=== block 1 ===
### Gate-type map, block 1

The bar under the picture is 20 um long.
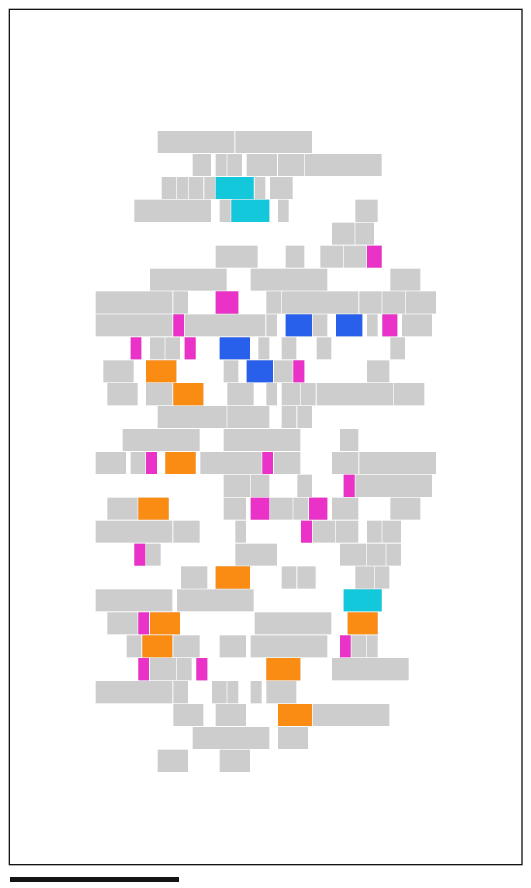

<file path="config.mk">
export PLATFORM = sky130hd
export DESIGN_NAME = uart_tx_serializer_flat
export DESIGN_NICKNAME = d
export VERILOG_FILES = /design/src/rtl/uart_tx_serializer_if.sv /design/src/rtl/uart_tx_serializer.sv /design/src/flat_wrapper.sv
export SDC_FILE = /design/constraint.sdc
export NUM_CORES = 1
export LEC_CHECK = 0
export ABC_CLOCK_PERIOD_IN_PS = 2000
export CAP_MARGIN = 20
export CORE_ASPECT_RATIO = 2
export CORE_MARGIN = 10
export CORE_UTILIZATION = 40
export DETAILED_ROUTE_END_ITERATION = 10
export PLACE_DENSITY_LB_ADDON = 0.12
export REMOVE_ABC_BUFFERS = 1
export SYNTH_ARGS = -nofsm -noshare
export SYNTH_HDL_FRONTEND = slang
export SYNTH_SLANG_ARGS = --single-unit
export TNS_END_PERCENT = 1
</file>
<file path="constraint.sdc">
create_clock -name clk_i -period 2 [get_ports clk_i]
set_clock_uncertainty 0.05 [all_clocks]
set_input_delay 0.4 -clock clk_i [delete_from_list [all_inputs] [get_ports clk_i]]
set_output_delay 0.4 -clock clk_i [all_outputs]
set_load 0.02 [all_outputs]
</file>
<file path="src/rtl/uart_tx_serializer_if.sv">
// Handshake and serial-line bundle between the TX FIFO / holding register and the UART TX serializer.
// The master side drives the FIFO, the holding register, the baud tick and the frame config.
interface uart_tx_serializer_if #(
    parameter int DATA_W = 8
);
    logic              baud_tick_i;
    logic              fifo_empty_i;
    logic [DATA_W-1:0] data_i;
    logic              parity_en_i;
    logic              parity_odd_i;
    logic              stop2_i;
    logic              load_o;
    logic              tx_o;
    logic              busy_o;
    logic              done_o;

    modport slave (
        input  baud_tick_i,
        input  fifo_empty_i,
        input  data_i,
        input  parity_en_i,
        input  parity_odd_i,
        input  stop2_i,
        output load_o,
        output tx_o,
        output busy_o,
        output done_o
    );

    modport master (
        output baud_tick_i,
        output fifo_empty_i,
        output data_i,
        output parity_en_i,
        output parity_odd_i,
        output stop2_i,
        input  load_o,
        input  tx_o,
        input  busy_o,
        input  done_o
    );
endinterface

</file>
<file path="src/rtl/uart_tx_serializer.sv">
// UART transmit serializer: pops a byte from the TX FIFO via the holding register and shifts out
// start, LSB-first data, optional parity and one or two stop bits, OVERSAMPLE baud ticks per bit.
module uart_tx_serializer #(
    parameter int DATA_W     = 8,
    parameter int OVERSAMPLE = 16
) (
    input  logic                clk_i,
    input  logic                rst_i,
    uart_tx_serializer_if.slave bus
);
    localparam int TICK_W = (OVERSAMPLE > 2) ? $clog2(OVERSAMPLE) : 1;
    localparam int BIT_W  = (DATA_W > 2) ? $clog2(DATA_W) : 1;
    localparam logic [TICK_W-1:0] LAST_TICK = TICK_W'(OVERSAMPLE - 1);
    localparam logic [BIT_W-1:0]  LAST_BIT  = BIT_W'(DATA_W - 1);

    typedef enum logic [2:0] {
        S_IDLE,
        S_LOAD,
        S_START,
        S_DATA,
        S_PARITY,
        S_STOP
    } state_t;

    state_t            r_state;
    logic [DATA_W-1:0] r_shift;
    logic [TICK_W-1:0] r_tick_cnt;
    logic [BIT_W-1:0]  r_bit_cnt;
    logic              r_stop_cnt;
    logic              r_parity_bit;
    logic              r_parity_en;
    logic              r_stop2;
    logic              r_tx;
    logic              r_done;

    logic w_load;
    logic w_bit_end;
    logic w_in_frame;

    // The pop is held off while reset is asserted so an aborted frame never consumes a FIFO entry.
    assign w_load     = (r_state == S_IDLE) && !bus.fifo_empty_i && !rst_i;
    assign w_bit_end  = bus.baud_tick_i && (r_tick_cnt == LAST_TICK);
    assign w_in_frame = (r_state == S_START) || (r_state == S_DATA) ||
                        (r_state == S_PARITY) || (r_state == S_STOP);

    assign bus.load_o = w_load;
    assign bus.tx_o   = r_tx;
    assign bus.busy_o = (r_state != S_IDLE) || w_load;
    assign bus.done_o = r_done;

    // r_tx is loaded with the level of the state being entered, so the line always matches r_state.
    always_ff @(posedge clk_i or posedge rst_i) begin
        if (rst_i) begin
            r_state      <= S_IDLE;
            r_shift      <= '0;
            r_tick_cnt   <= '0;
            r_bit_cnt    <= '0;
            r_stop_cnt   <= 1'b0;
            r_parity_bit <= 1'b0;
            r_parity_en  <= 1'b0;
            r_stop2      <= 1'b0;
            r_tx         <= 1'b1;
            r_done       <= 1'b0;
        end else begin
            r_done <= 1'b0;

            if (w_in_frame && bus.baud_tick_i) begin
                r_tick_cnt <= w_bit_end ? '0 : r_tick_cnt + 1'b1;
            end

            case (r_state)
                S_IDLE: begin
                    r_tx <= 1'b1;
                    if (w_load) begin
                        r_state <= S_LOAD;
                    end
                end

                S_LOAD: begin
                    r_shift      <= bus.data_i;
                    r_parity_en  <= bus.parity_en_i;
                    r_stop2      <= bus.stop2_i;
                    r_parity_bit <= (^bus.data_i) ^ bus.parity_odd_i;
                    r_tick_cnt   <= '0;
                    r_tx         <= 1'b0;
                    r_state      <= S_START;
                end

                S_START: begin
                    if (w_bit_end) begin
                        r_bit_cnt <= '0;
                        r_tx      <= r_shift[0];
                        r_state   <= S_DATA;
                    end
                end

                S_DATA: begin
                    if (w_bit_end) begin
                        r_shift   <= r_shift >> 1;
                        r_bit_cnt <= r_bit_cnt + 1'b1;
                        if (r_bit_cnt == LAST_BIT) begin
                            if (r_parity_en) begin
                                r_tx    <= r_parity_bit;
                                r_state <= S_PARITY;
                            end else begin
                                r_tx       <= 1'b1;
                                r_stop_cnt <= 1'b0;
                                r_state    <= S_STOP;
                            end
                        end else begin
                            r_tx <= r_shift[1];
                        end
                    end
                end

                S_PARITY: begin
                    if (w_bit_end) begin
                        r_tx       <= 1'b1;
                        r_stop_cnt <= 1'b0;
                        r_state    <= S_STOP;
                    end
                end

                S_STOP: begin
                    if (w_bit_end) begin
                        if (r_stop2 && !r_stop_cnt) begin
                            r_stop_cnt <= 1'b1;
                        end else begin
                            r_done  <= 1'b1;
                            r_state <= S_IDLE;
                        end
                    end
                end

                default: begin
                    r_tx    <= 1'b1;
                    r_state <= S_IDLE;
                end
            endcase
        end
    end
endmodule
</file>
<file path="src/flat_wrapper.sv">
// flat-port wrapper written by rule: the top's interface ports become plain ports
module uart_tx_serializer_flat 
#(
    parameter int DATA_W     = 8,
    parameter int OVERSAMPLE = 16
)
  (clk_i, rst_i, bus_baud_tick_i, bus_fifo_empty_i, bus_data_i, bus_parity_en_i, bus_parity_odd_i, bus_stop2_i, bus_load_o, bus_tx_o, bus_busy_o, bus_done_o);
  uart_tx_serializer_if #(.DATA_W(DATA_W)) bus_i ();
  input  logic clk_i;
  input  logic rst_i;
  input wire logic [$bits(bus_i.baud_tick_i)-1:0] bus_baud_tick_i;
  input wire logic [$bits(bus_i.fifo_empty_i)-1:0] bus_fifo_empty_i;
  input wire logic [$bits(bus_i.data_i)-1:0] bus_data_i;
  input wire logic [$bits(bus_i.parity_en_i)-1:0] bus_parity_en_i;
  input wire logic [$bits(bus_i.parity_odd_i)-1:0] bus_parity_odd_i;
  input wire logic [$bits(bus_i.stop2_i)-1:0] bus_stop2_i;
  output wire logic [$bits(bus_i.load_o)-1:0] bus_load_o;
  output wire logic [$bits(bus_i.tx_o)-1:0] bus_tx_o;
  output wire logic [$bits(bus_i.busy_o)-1:0] bus_busy_o;
  output wire logic [$bits(bus_i.done_o)-1:0] bus_done_o;
  assign bus_i.baud_tick_i = bus_baud_tick_i;
  assign bus_i.fifo_empty_i = bus_fifo_empty_i;
  assign bus_i.data_i = bus_data_i;
  assign bus_i.parity_en_i = bus_parity_en_i;
  assign bus_i.parity_odd_i = bus_parity_odd_i;
  assign bus_i.stop2_i = bus_stop2_i;
  assign bus_load_o = bus_i.load_o;
  assign bus_tx_o = bus_i.tx_o;
  assign bus_busy_o = bus_i.busy_o;
  assign bus_done_o = bus_i.done_o;
  uart_tx_serializer #(.DATA_W(DATA_W), .OVERSAMPLE(OVERSAMPLE)) u_core (.clk_i(clk_i), .rst_i(rst_i), .bus(bus_i));
endmodule
</file>
=== block 2 ===
$ cat src/rtl/project3_nios2_oci_dct_packer.sv
// OCI debug-trace compression packer: shifts 2-bit trace codes into a 30-bit
// word and hands the word off with a 4-bit entry count over valid/ready.
// Optional feature macro: DCT_PACKER_TEST_ENDING_EN (adds test_ending /
// test_has_ended end-of-test drain handshake).
module project3_nios2_oci_dct_packer #(
    parameter int unsigned MAX_COUNT = 15,
    parameter int unsigned STALL_W   = 16
) (
    input  logic               clk,
    input  logic               reset,
    input  logic               code_valid,
    input  logic [1:0]         code,
    output logic               code_ready,
    input  logic               flush,
    output logic               dct_valid,
    input  logic               dct_ready,
    output logic [29:0]        dct_buffer,
    output logic [3:0]         dct_count,
`ifdef DCT_PACKER_TEST_ENDING_EN
    input  logic               test_ending,
    output logic               test_has_ended,
`endif
    output logic [STALL_W-1:0] stall_count
);

    localparam logic [3:0] MAX_C = 4'(MAX_COUNT);

    typedef enum logic {
        FILL = 1'b0,
        HOLD = 1'b1
    } state_t;

    state_t      state, state_nxt;
    logic [29:0] buf_nxt;
    logic [3:0]  count_nxt;
    logic        accept;
    logic        flush_eff;
    logic        intake_open;

`ifdef DCT_PACKER_TEST_ENDING_EN
    logic te_q;
    logic ending_q;
    logic te_rise;

    assign te_rise     = test_ending & ~te_q;
    assign flush_eff   = flush | te_rise;
    assign intake_open = ~ending_q;

    // Edge detect on test_ending and latch the end-of-test condition
    always_ff @(posedge clk or posedge reset) begin
        if (reset) begin
            te_q           <= 1'b0;
            ending_q       <= 1'b0;
            test_has_ended <= 1'b0;
        end else begin
            te_q <= test_ending;
            if (te_rise)
                ending_q <= 1'b1;
            // Sticky once ending is requested and nothing is left to drain
            if ((ending_q | te_rise) && state_nxt == FILL && count_nxt == 4'd0)
                test_has_ended <= 1'b1;
        end
    end
`else
    assign flush_eff   = flush;
    assign intake_open = 1'b1;
`endif

    assign code_ready = (state == FILL) & intake_open;
    assign accept     = code_valid & code_ready;
    assign dct_valid  = (state == HOLD);

    // Next-state and next word: a same-cycle accept lands before any flush closes the word
    always_comb begin
        state_nxt = state;
        buf_nxt   = dct_buffer;
        count_nxt = dct_count;
        case (state)
            FILL: begin
                if (accept) begin
                    buf_nxt   = {dct_buffer[27:0], code};
                    count_nxt = dct_count + 4'd1;
                end
                if ((accept && count_nxt == MAX_C) || (flush_eff && count_nxt != 4'd0))
                    state_nxt = HOLD;
            end
            HOLD: begin
                if (dct_ready) begin
                    state_nxt = FILL;
                    buf_nxt   = '0;
                    count_nxt = '0;
                end
            end
            default: state_nxt = FILL;
        endcase
    end

    // State and packed-word registers
    always_ff @(posedge clk or posedge reset) begin
        if (reset) begin
            state      <= FILL;
            dct_buffer <= '0;
            dct_count  <= '0;
        end else begin
            state      <= state_nxt;
            dct_buffer <= buf_nxt;
            dct_count  <= count_nxt;
        end
    end

    // Saturating count of cycles a code was offered but refused
    always_ff @(posedge clk or posedge reset) begin
        if (reset)
            stall_count <= '0;
        else if (code_valid && !code_ready && stall_count != '1)
            stall_count <= stall_count + STALL_W'(1);
    end

endmodule
$ cat config.mk
export PLATFORM = sky130hd
export DESIGN_NAME = project3_nios2_oci_dct_packer
export DESIGN_NICKNAME = d
export VERILOG_FILES = /design/src/rtl/project3_nios2_oci_dct_packer.sv
export SDC_FILE = /design/constraint.sdc
export NUM_CORES = 1
export LEC_CHECK = 0
export ABC_AREA = 1
export CORE_MARGIN = 10
export CORE_UTILIZATION = 49
export CTS_CLUSTER_SIZE = 25
export DETAILED_ROUTE_END_ITERATION = 6
export PLACE_DENSITY = 0.82
export REMOVE_ABC_BUFFERS = 1
export SLEW_MARGIN = 20
export SYNTH_ARGS = -nofsm -noshare
export SYNTH_HDL_FRONTEND = slang
export SYNTH_SLANG_ARGS = --single-unit
$ cat constraint.sdc
create_clock -name clk -period 2 [get_ports clk]
set_clock_uncertainty 0.1 [all_clocks]
set_input_delay 0.3 -clock clk [delete_from_list [all_inputs] [get_ports clk]]
set_output_delay 0.3 -clock clk [all_outputs]
set_load 0.01 [all_outputs]
=== block 3 ===
File: src/rtl/qdiv_pkg.sv
// Shared types and helpers for the sequential sign-magnitude Q-format divider.
// Contents: FSM state encoding, per-bit magnitude saturation helper.
package qdiv_pkg;

  typedef enum logic [1:0] {
    IDLE = 2'd0,
    RUN  = 2'd1,
    DONE = 2'd2
  } qdiv_state_t;

  // Saturate one magnitude bit: forced to 1 when the result saturates.
  // Applied bit-wise so the helper stays independent of the word width.
  function automatic logic sat_mag_bit(input logic sat, input logic mag_bit);
    return sat | mag_bit;
  endfunction

endpackage

File: src/rtl/qdiv_step.sv
// One restoring-division step: shift the partial remainder left, bring in the
// next dividend bit, trial-subtract the divisor magnitude.
// Ports:
//   rem_i   - current partial remainder (always < dvs_i)
//   bit_i   - next dividend bit, MSB first
//   dvs_i   - divisor magnitude
//   rem_o   - new partial remainder
//   qbit_o  - quotient bit produced by this step
module qdiv_step #(
  parameter int unsigned MW = 15
) (
  input  logic [MW-1:0] rem_i,
  input  logic          bit_i,
  input  logic [MW-1:0] dvs_i,
  output logic [MW-1:0] rem_o,
  output logic          qbit_o
);

  logic [MW:0] shifted;
  logic [MW:0] diff;

  // Remainder < divisor before the shift, so the kept value always fits MW bits.
  always_comb begin
    shifted = {rem_i, bit_i};
    diff    = shifted - {1'b0, dvs_i};
    qbit_o  = (shifted >= {1'b0, dvs_i});
    rem_o   = qbit_o ? diff[MW-1:0] : shifted[MW-1:0];
  end

endmodule

File: src/rtl/qdiv_seq.sv
// Sequential sign-magnitude Q-format divider, one quotient bit per clock.
// Optional build macro: QDIV_ROUND_EN (round half up instead of truncation).
// Ports:
//   clk, rst_n   - clock, asynchronous active-low reset
//   i_start      - request a divide (sampled only in IDLE)
//   i_dividend   - sign-magnitude dividend, captured on accepted start
//   i_divisor    - sign-magnitude divisor, captured on accepted start
//   o_busy       - high while iterating
//   o_done       - one-cycle pulse when o_result is valid
//   o_result     - sign-magnitude quotient, held until next accepted start
//   o_ovr        - quotient magnitude saturated
//   o_dbz        - divide by zero
module qdiv_seq
  import qdiv_pkg::*;
#(
  parameter int unsigned Q = 8,
  parameter int unsigned N = 16
) (
  input  logic         clk,
  input  logic         rst_n,
  input  logic         i_start,
  input  logic [N-1:0] i_dividend,
  input  logic [N-1:0] i_divisor,
  output logic         o_busy,
  output logic         o_done,
  output logic [N-1:0] o_result,
  output logic         o_ovr,
  output logic         o_dbz
);

  localparam int unsigned MW    = N - 1;
  localparam int unsigned ITER  = N - 1 + Q;
  localparam int unsigned CNT_W = $clog2(ITER + 1);

  qdiv_state_t state_q, state_d;

  logic [CNT_W-1:0] cnt_q, cnt_d;
  logic [ITER-1:0]  dvd_q, dvd_d;
  logic [ITER-1:0]  quo_q, quo_d;
  logic [MW-1:0]    rem_q, rem_d;
  logic [MW-1:0]    dvs_q, dvs_d;
  logic             sign_q, sign_d;
  logic             busy_q, busy_d;
  logic             done_q, done_d;
  logic [N-1:0]     result_q, result_d;
  logic             ovr_q, ovr_d;
  logic             dbz_q, dbz_d;

  logic [MW-1:0]    rem_nx;
  logic             qbit_nx;
  logic [ITER-1:0]  quo_fin;
  logic [MW-1:0]    mag_pre;
  logic [MW-1:0]    mag_sat;
  logic             ovr_fin;
  logic             start_ok;
  logic             dvs_zero;

  qdiv_step #(.MW(MW)) u_step (
    .rem_i  (rem_q),
    .bit_i  (dvd_q[ITER-1]),
    .dvs_i  (dvs_q),
    .rem_o  (rem_nx),
    .qbit_o (qbit_nx)
  );

  assign start_ok = (state_q == IDLE) && i_start;
  assign dvs_zero = (i_divisor[N-2:0] == '0);

  // State register.
  always_ff @(posedge clk or negedge rst_n) begin
    if (!rst_n) state_q <= IDLE;
    else        state_q <= state_d;
  end

  // Next-state logic.
  always_comb begin
    state_d = state_q;
    case (state_q)
      IDLE: if (i_start) state_d = dvs_zero ? DONE : RUN;
      RUN:  if (cnt_q == CNT_W'(ITER - 1)) state_d = DONE;
      DONE: state_d = IDLE;
      default: state_d = IDLE;
    endcase
  end

  // Final quotient/result as it stands after the last iteration step.
  always_comb begin
    quo_fin = {quo_q[ITER-2:0], qbit_nx};
`ifdef QDIV_ROUND_EN
    begin
      logic          rnd;
      logic [MW:0]   mag_sum;
      rnd     = ({rem_nx, 1'b0} >= {1'b0, dvs_q});
      mag_sum = {1'b0, quo_fin[MW-1:0]} + (MW+1)'(rnd);
      ovr_fin = (|quo_fin[ITER-1:MW]) | mag_sum[MW];
      mag_pre = mag_sum[MW-1:0];
    end
`else
    ovr_fin = |quo_fin[ITER-1:MW];
    mag_pre = quo_fin[MW-1:0];
`endif
    for (int i = 0; i < int'(MW); i++) begin
      mag_sat[i] = sat_mag_bit(ovr_fin, mag_pre[i]);
    end
  end

  // Next values of datapath and output registers.
  always_comb begin
    cnt_d    = cnt_q;
    dvd_d    = dvd_q;
    quo_d    = quo_q;
    rem_d    = rem_q;
    dvs_d    = dvs_q;
    sign_d   = sign_q;
    result_d = result_q;
    ovr_d    = ovr_q;
    dbz_d    = dbz_q;
    done_d   = 1'b0;
    busy_d   = (state_d == RUN);

    if (start_ok) begin
      // Dividend magnitude extended with Q zero LSBs, consumed MSB first.
      dvd_d  = ITER'(i_dividend[N-2:0]) << Q;
      dvs_d  = i_divisor[N-2:0];
      sign_d = i_dividend[N-1] ^ i_divisor[N-1];
      quo_d  = '0;
      rem_d  = '0;
      cnt_d  = '0;
      ovr_d  = 1'b0;
      dbz_d  = 1'b0;
      if (dvs_zero) begin
        done_d   = 1'b1;
        dbz_d    = 1'b1;
        result_d = {i_dividend[N-1] ^ i_divisor[N-1], {MW{1'b1}}};
      end
    end else if (state_q == RUN) begin
      dvd_d = dvd_q << 1;
      rem_d = rem_nx;
      quo_d = quo_fin;
      cnt_d = cnt_q + CNT_W'(1);
      if (state_d == DONE) begin
        done_d   = 1'b1;
        ovr_d    = ovr_fin;
        result_d = {sign_q, mag_sat};
      end
    end
  end

  // Datapath and output registers.
  always_ff @(posedge clk or negedge rst_n) begin
    if (!rst_n) begin
      cnt_q    <= '0;
      dvd_q    <= '0;
      quo_q    <= '0;
      rem_q    <= '0;
      dvs_q    <= '0;
      sign_q   <= 1'b0;
      busy_q   <= 1'b0;
      done_q   <= 1'b0;
      result_q <= '0;
      ovr_q    <= 1'b0;
      dbz_q    <= 1'b0;
    end else begin
      cnt_q    <= cnt_d;
      dvd_q    <= dvd_d;
      quo_q    <= quo_d;
      rem_q    <= rem_d;
      dvs_q    <= dvs_d;
      sign_q   <= sign_d;
      busy_q   <= busy_d;
      done_q   <= done_d;
      result_q <= result_d;
      ovr_q    <= ovr_d;
      dbz_q    <= dbz_d;
    end
  end

  assign o_busy   = busy_q;
  assign o_done   = done_q;
  assign o_result = result_q;
  assign o_ovr    = ovr_q;
  assign o_dbz    = dbz_q;

endmodule

File: config.mk
export PLATFORM = sky130hd
export DESIGN_NAME = qdiv_seq
export DESIGN_NICKNAME = d
export VERILOG_FILES = /design/src/rtl/qdiv_pkg.sv /design/src/rtl/qdiv_step.sv /design/src/rtl/qdiv_seq.sv
export SDC_FILE = /design/constraint.sdc
export NUM_CORES = 1
export LEC_CHECK = 0
export ABC_AREA = 1
export CAP_MARGIN = 5
export CELL_PAD_IN_SITES_DETAIL_PLACEMENT = 0
export CELL_PAD_IN_SITES_GLOBAL_PLACEMENT = 2
export CORE_MARGIN = 2
export CORE_UTILIZATION = 35
export CTS_BUF_LIST = sky130_fd_sc_hd__clkbuf_2 sky130_fd_sc_hd__clkbuf_4 sky130_fd_sc_hd__clkbuf_8
export DETAILED_ROUTE_END_ITERATION = 12
export PLACE_DENSITY_LB_ADDON = 0.08
export SLEW_MARGIN = 10
export SYNTH_ARGS = -nofsm -noshare
export SYNTH_HDL_FRONTEND = slang
export SYNTH_HIERARCHICAL = 1
export SYNTH_SLANG_ARGS = --single-unit
File: constraint.sdc
create_clock -name clk -period 4.25 [get_ports clk]
set_input_delay 1.275 -clock clk [delete_from_list [all_inputs] [get_ports clk]]
set_output_delay 1.275 -clock clk [all_outputs]
set_load 0.02 [all_outputs]

==> screenshots <==
The metal 1 layer.
The bar under the picture is 20 um long. Supply wires on this layer in grey.
image #1
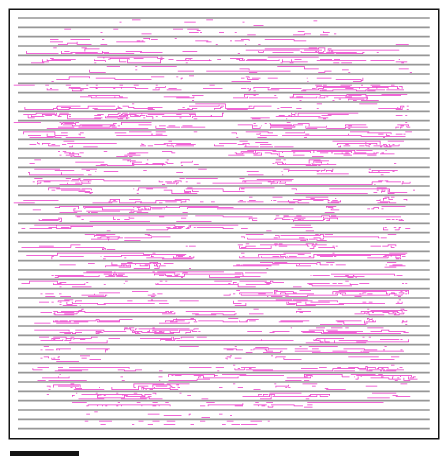
image #2
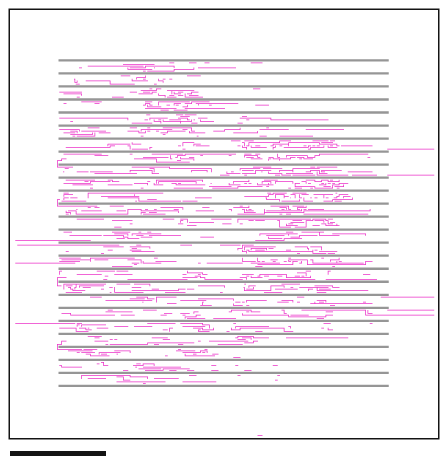
image #3
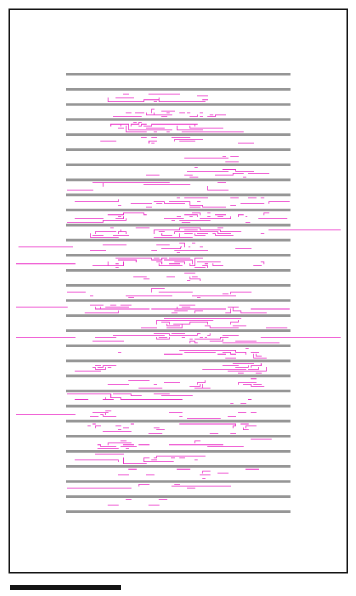
block 3: image #1
block 2: image #2
block 1: image #3

Key to image #2:
share of all routed wire	41%
wire length on this layer	2260 um
nets with wire on the layer	316
longest straight run	21.2 um
main direction	horizontal

### Metal 3, block 2

The bar under the picture is 20 um long.
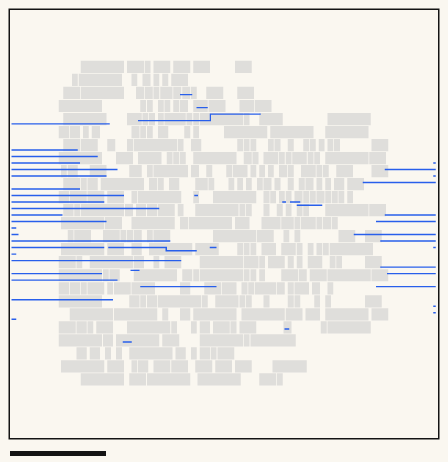
share of all routed wire	10%
longest straight run	35.2 um

### Routing congestion, block 2

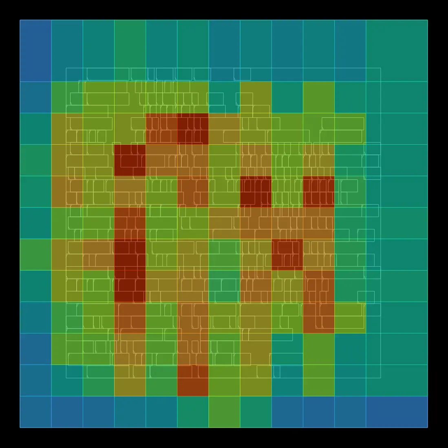
drt wl/cell: 14.1 um
met3 global-route usage: 0.0766
gr usage total: 0.145

==> results.cfg, block 2 <==
; implementation run metrics
[run_status]
status = finished clean

[clocking]
cts_setup_buffers = 0
clk_pin_slew_worst_paths_ns = 0.10
ctsLongestPathBuffers = 2
h-tree-depth = 2

[critical_path]
setup.worst_path.end_class = output port
crit_end = code_ready
crit_type = reg2out
crit_family = buffers and inverters
regToRegSetupSlack_ns = 0.19
worstPathBufferInverterCount = 2
rr_startpoint = stall_count[1]
critPathMaxFanout = 7
path_cells = inv_2, clkdlybuf4s50_1
r2r_cells = 8
crit_start = dct_valid
crit_cells = 2
cp.required_ns = 1.60

[pwr]
ir_worst_vdd_uv = 803
p_sw_w = 0.00131
swShare = 0.371
pwr_density_cell_nw_per_um2 = 1130
p_int_w = 0.00223

[routing]
drt_iter0_drc = 66
antenna_left = 0
detail_route.vias_per_cell = 5.11
drt-met1-wl_um = 2260
routed_wl_um = 5560

[final_layout]
inverters = 46
largest_register_ffs = 30
layout_top_cells = nand2_1 (81), clkdlybuf4s50_1 (58), dfrtp_1 (50)
n_antenna_cell = 0
register_area_um2 = 1280
synthToLayoutAreaGrowth_pct = 32.2
largest_register = dct_buffer
dominant_cells = sequential cells
logic_gates = 173

[final_timing]
finalClockPeriodUsage = 0.951
holdWs_ns = 0.237
timing_hold_violations_final = 0
max_slew_margin = 0.818
rsz0062_at_grt = false

[yosys]
synth_area_um2 = 2360
ys_sh_aoi = 0.0959
synth_top_area_share = 0.541
async_flop_share = 1.00
yosysMostFrequentCell = nand2_1
ys_ff = 51
synthMuxAreaShare = 0
area_leaders = dfrtp_1 (54%), nand2_1 (13%), o22ai_1 (7.2%)
ys_area_um2 = 2360

[run]
drv_cap = 0

[place]
place_congestion = 0.881
dp_hpwl_um = 4240

[global_routing]
grt_max_degree = 52
busiest_layer = met2
met2_usage = 0.236
antenna_found_initial = 0
grt_pass1_vias = 2023

[floorplanning]
rows = 25
core-area_um2 = 4690
die_x_um = 89.4
[block 2: per-stage QoR]
step / power, W / area [um2] / setup slack [ns] / instances
global route: 0.00378 / 3120 / 0.0182 / 394
finish: 0.00354 / 3120 / 0.0987 / 394
floorplan: 0.00219 / 2320 / 0.122 / 270
detailed placement: 0.00296 / 3020 / 0.148 / 386
CTS: 0.00358 / 3120 / 0.0862 / 394
global placement: 0.00292 / 3020 / 0.227 / 386
[block 2: timing repair]
item,in CTS,in global routing
endpoints found under the setup margin,0,11
gates resized,0,1
hold buffers,0,0
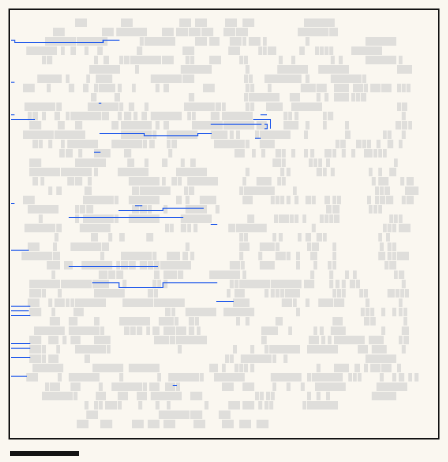
*Metal 3, block 3*
The bar under the picture is 20 um long.
nets with wire on the layer	21
wire length on this layer	277 um
Vias: 4153
wirelength, routed: 12000 um
met3 global-route usage: 0.0288

### Routing congestion, block 3

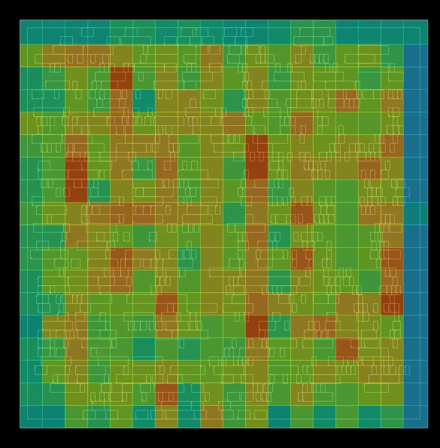
gr usage total: 0.163
M1 GR Usage: 0.213

==> results.cfg, block 3 <==
; implementation run metrics
[yosys]
async_flop_share = 1.00
synth_top_area_share = 0.466
ys_cells = 637
ys_area_um2 = 5100
xor_area_frac = 0.0120
synth_adder_area_share = 0.0456
edf_count = 0
simple_gate_area_frac = 0.275
ys_sh_aoi = 0.0996
synth.net_count = 690
area_leaders = dfrtp_1 (47%), nand2_1 (16%), inv_1 (7.0%)
synthCells = 637
synthFlopType = dfrtp_1
synth_seq_share = 0.466
yosysWarnings = 6
synth_cell_types = 38

[final_layout]
num-fill-cells = 1542
sh_comb_area = 0.370
ff_count = 95
fin_util = 0.414
nets = 737
layout_top_cells = nand2_1 (216), inv_1 (95), dfrtp_1 (95)
dominant_cells = sequential cells
register_area_um2 = 2380
clk_share = 0.0326
largest_register_ffs = 22
signal_buffers = 58
nClkBuffers = 10
logic_gates = 420

[routing]
dr.max_layer_used = met4
drt_iter0_drc = 139
post-route-drc-count = 0
dr.pass1.iters = 4

[pwr]
top_power_group = combinational logic
pwr_density_cell_nw_per_um2 = 880
p_sw_w = 0.00243
combPwrFrac = 0.596
pwr-share-clk = 0.115
ir_worst_vdd_uv = 339
p_clk_w = 0.000602
powerSeq_w = 0.00152
total_power_w = 0.00524

[global_routing]
grt_overflow_total = 0
met2_usage = 0.279
busiest_layer = met2

[floorplanning]
fp_util = 0.355

[run_status]
status = finished clean

[clocking]
cts_sinks = 95
cts_setup_buffers = 0
ctsLongestPathBuffers = 2
clk_latency_ns = 0.36
cts_root_buffer = clkbuf_8
post_cts_resize_count = 0

[critical_path]
path_cells = clkdlybuf4s50_1, nand2_1, nand2_1, inv_2, a22o_1
crit_type = in2reg
r2r_cells = 4
cpPeakStageDelay_ns = 0.48
crit_top_cell = nand2_1
cp.required_ns = 4.50

[final_timing]
slew_viol_final = 0

[place]
place_congestion = 0.743
dp.cells = 857
placed_area_um2 = 5760

[run]
log.warning_count = 27
drv_cap = 0
block 3: worst min-delay path: cells and delay by family, from the launching register on:
| kind | cells | cell delay [ns] |
|---|---|---|
| AND/OR/NAND/NOR | 2 | 0.10 |
| flip-flops | 1 | 0.35 |
block 3: worst paths after layout:
check / startpoint / slack (ns) / to
worst min register to register: dvs_q[11] / 0.48 / dvs_q[11]
worst max-delay path: i_start / 1.57 / rem_q[13]
min in group asynchronous: rst_n / 0.99 / dvs_q[14]
worst min-delay path: dvs_q[11] / 0.48 / dvs_q[11]
max in group asynchronous: rst_n / 2.47 / o_result[15]
worst max register to register: state_q[0] / 1.80 / rem_q[13]
### Metal 3, block 1

The bar under the picture is 20 um long.
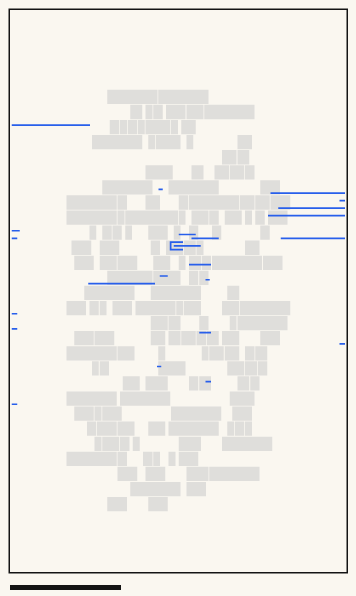
nets with wire on the layer	20
share of all routed wire	3.7%
longest straight run	13.8 um
wirelength, routed: 2900 um
met3 global-route usage: 0.0201

About 'Gate-type map' of block 1:
colour	family	cells
cyan	fa/ha/maj cells	3
orange	mux cells	10
blue	non-inverting ao/oa cells	4
magenta	nor cells	18

==> results.cfg, block 1 <==
; implementation run metrics
[floorplanning]
fp_util = 0.415
n_tap_cell = 31
die.size.y_um = 101

[critical_path]
arrival_ns = 1.48
crit_family = flip-flops
crit_cells = 3
regToRegSetupSlack_ns = 0.39
critPathMaxFanout = 2
setup.worst_path.end_class = output port
crit_type = reg2out
rr_startpoint = u_core.r_state[2]

[global_routing]
use_met1 = 0.107
grt_pass1_vias = 1136

[final_layout]
register_area_um2 = 602
final_area_um2 = 1620
largest_register = u_core.r_shift
seq_share = 0.372
synthToLayoutAreaGrowth_pct = 22.1
ff_count = 24
drive_gt1_frac = 0.113
layout_top_cells = dfrtp_1 (23), a21oi_1 (17), clkdlybuf4s50_1 (16)
dominant_cells = multi-input combinational cells
num-fill-cells = 297

[hold_path]
min_to = u_core.r_bit_cnt[1]
min_path_type = reg2reg
holdPathStages = 2
hold_start = u_core.r_bit_cnt[1]

[pwr]
p_int_w = 0.00101
ir_worst_vdd_uv = 431
power.leakage_nw = 0.710
combPwrFrac = 0.335

[clocking]
cts_setup_buffers = 0
post_cts_resize_count = 2
cts_made_buffers = 3
clk_latency_ns = 0.27
clk_pin_slew_worst_paths_ns = 0.08

[final_timing]
period_needed_ns = 1.93
max_freq_mhz = 518
worstMarginPinSlew_ns = 0.446
rsz0062_at_grt = false
max_slew_margin = 0.702
setup_violations = 0

[yosys]
edf_count = 0
synth_area_um2 = 1320
area_leaders = dfrtp_1 (43%), a21oi_1 (6.4%), mux2i_1 (5.3%)
ys_sh_aoi = 0.164
synthesis.area_per_instance_um2 = 9.73
common_cells = dfrtp_1 (23), a21oi_1 (17), nor2_1 (13)
async_flop_share = 1.00
ys_cells = 136
yosysWarnings = 0

[run]
log.warning_count = 25

[routing]
dr.pass1.iters = 4
routedWlPerCell_um = 15.3
vias = 1088
drt-met1-wl_um = 1120
drt_iter0_drc = 14

[run_status]
status = finished clean
block 1: power by group through the flow:
stage / registers, W / clock network (W) / logic (W)
5_1_grt: 0.000720 / 0.000328 / 0.000573
2_1_floorplan: 0.000727 / 0 / 0.000327
4_1_cts: 0.000702 / 0.000311 / 0.000515
6_report: 0.000700 / 0.000304 / 0.000505
3_5_place_dp: 0.000713 / 0 / 0.000511
3_3_place_gp: 0.000702 / 0 / 0.000495


## Gallery

Layout detail.
shot_01.png
The bar under the picture is 10 um long. Window x 74 to 114, y 11 to 51 um. Cells in grey, sequential cells in the stronger grey; small squares are vias.
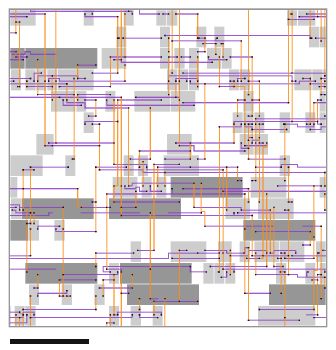
shot_02.png
The bar under the picture is 10 um long. Window x 21 to 61, y 5 to 45 um. Cells in grey, sequential cells in the stronger grey; small squares are vias.
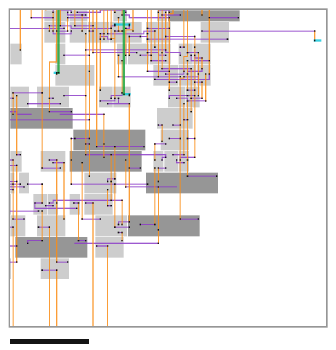
shot_03.png
The bar under the picture is 10 um long. Window x 47 to 87, y 2 to 42 um. Cells in grey, sequential cells in the stronger grey; small squares are vias.
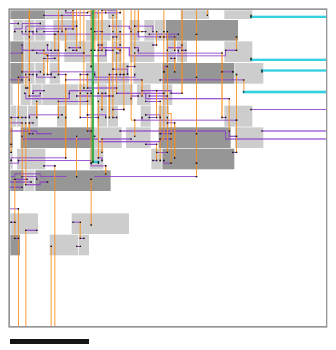
shot_03.png: block 2
shot_02.png: block 1
shot_01.png: block 3
Of these, smallest die: shot_02.png

Key to shot_01.png:
colour	layer
orange	M2
purple	M1
netlist names of flops here include	rem_q (5), dvs_q (4)
most frequent	nand2_1 (40), inv_1 (19), dfrtp_1 (9)
sequential cells in the window	9
cells with their middle in the window	96

Power figures rest on the tool's default switching activity, not on a simulated workload.
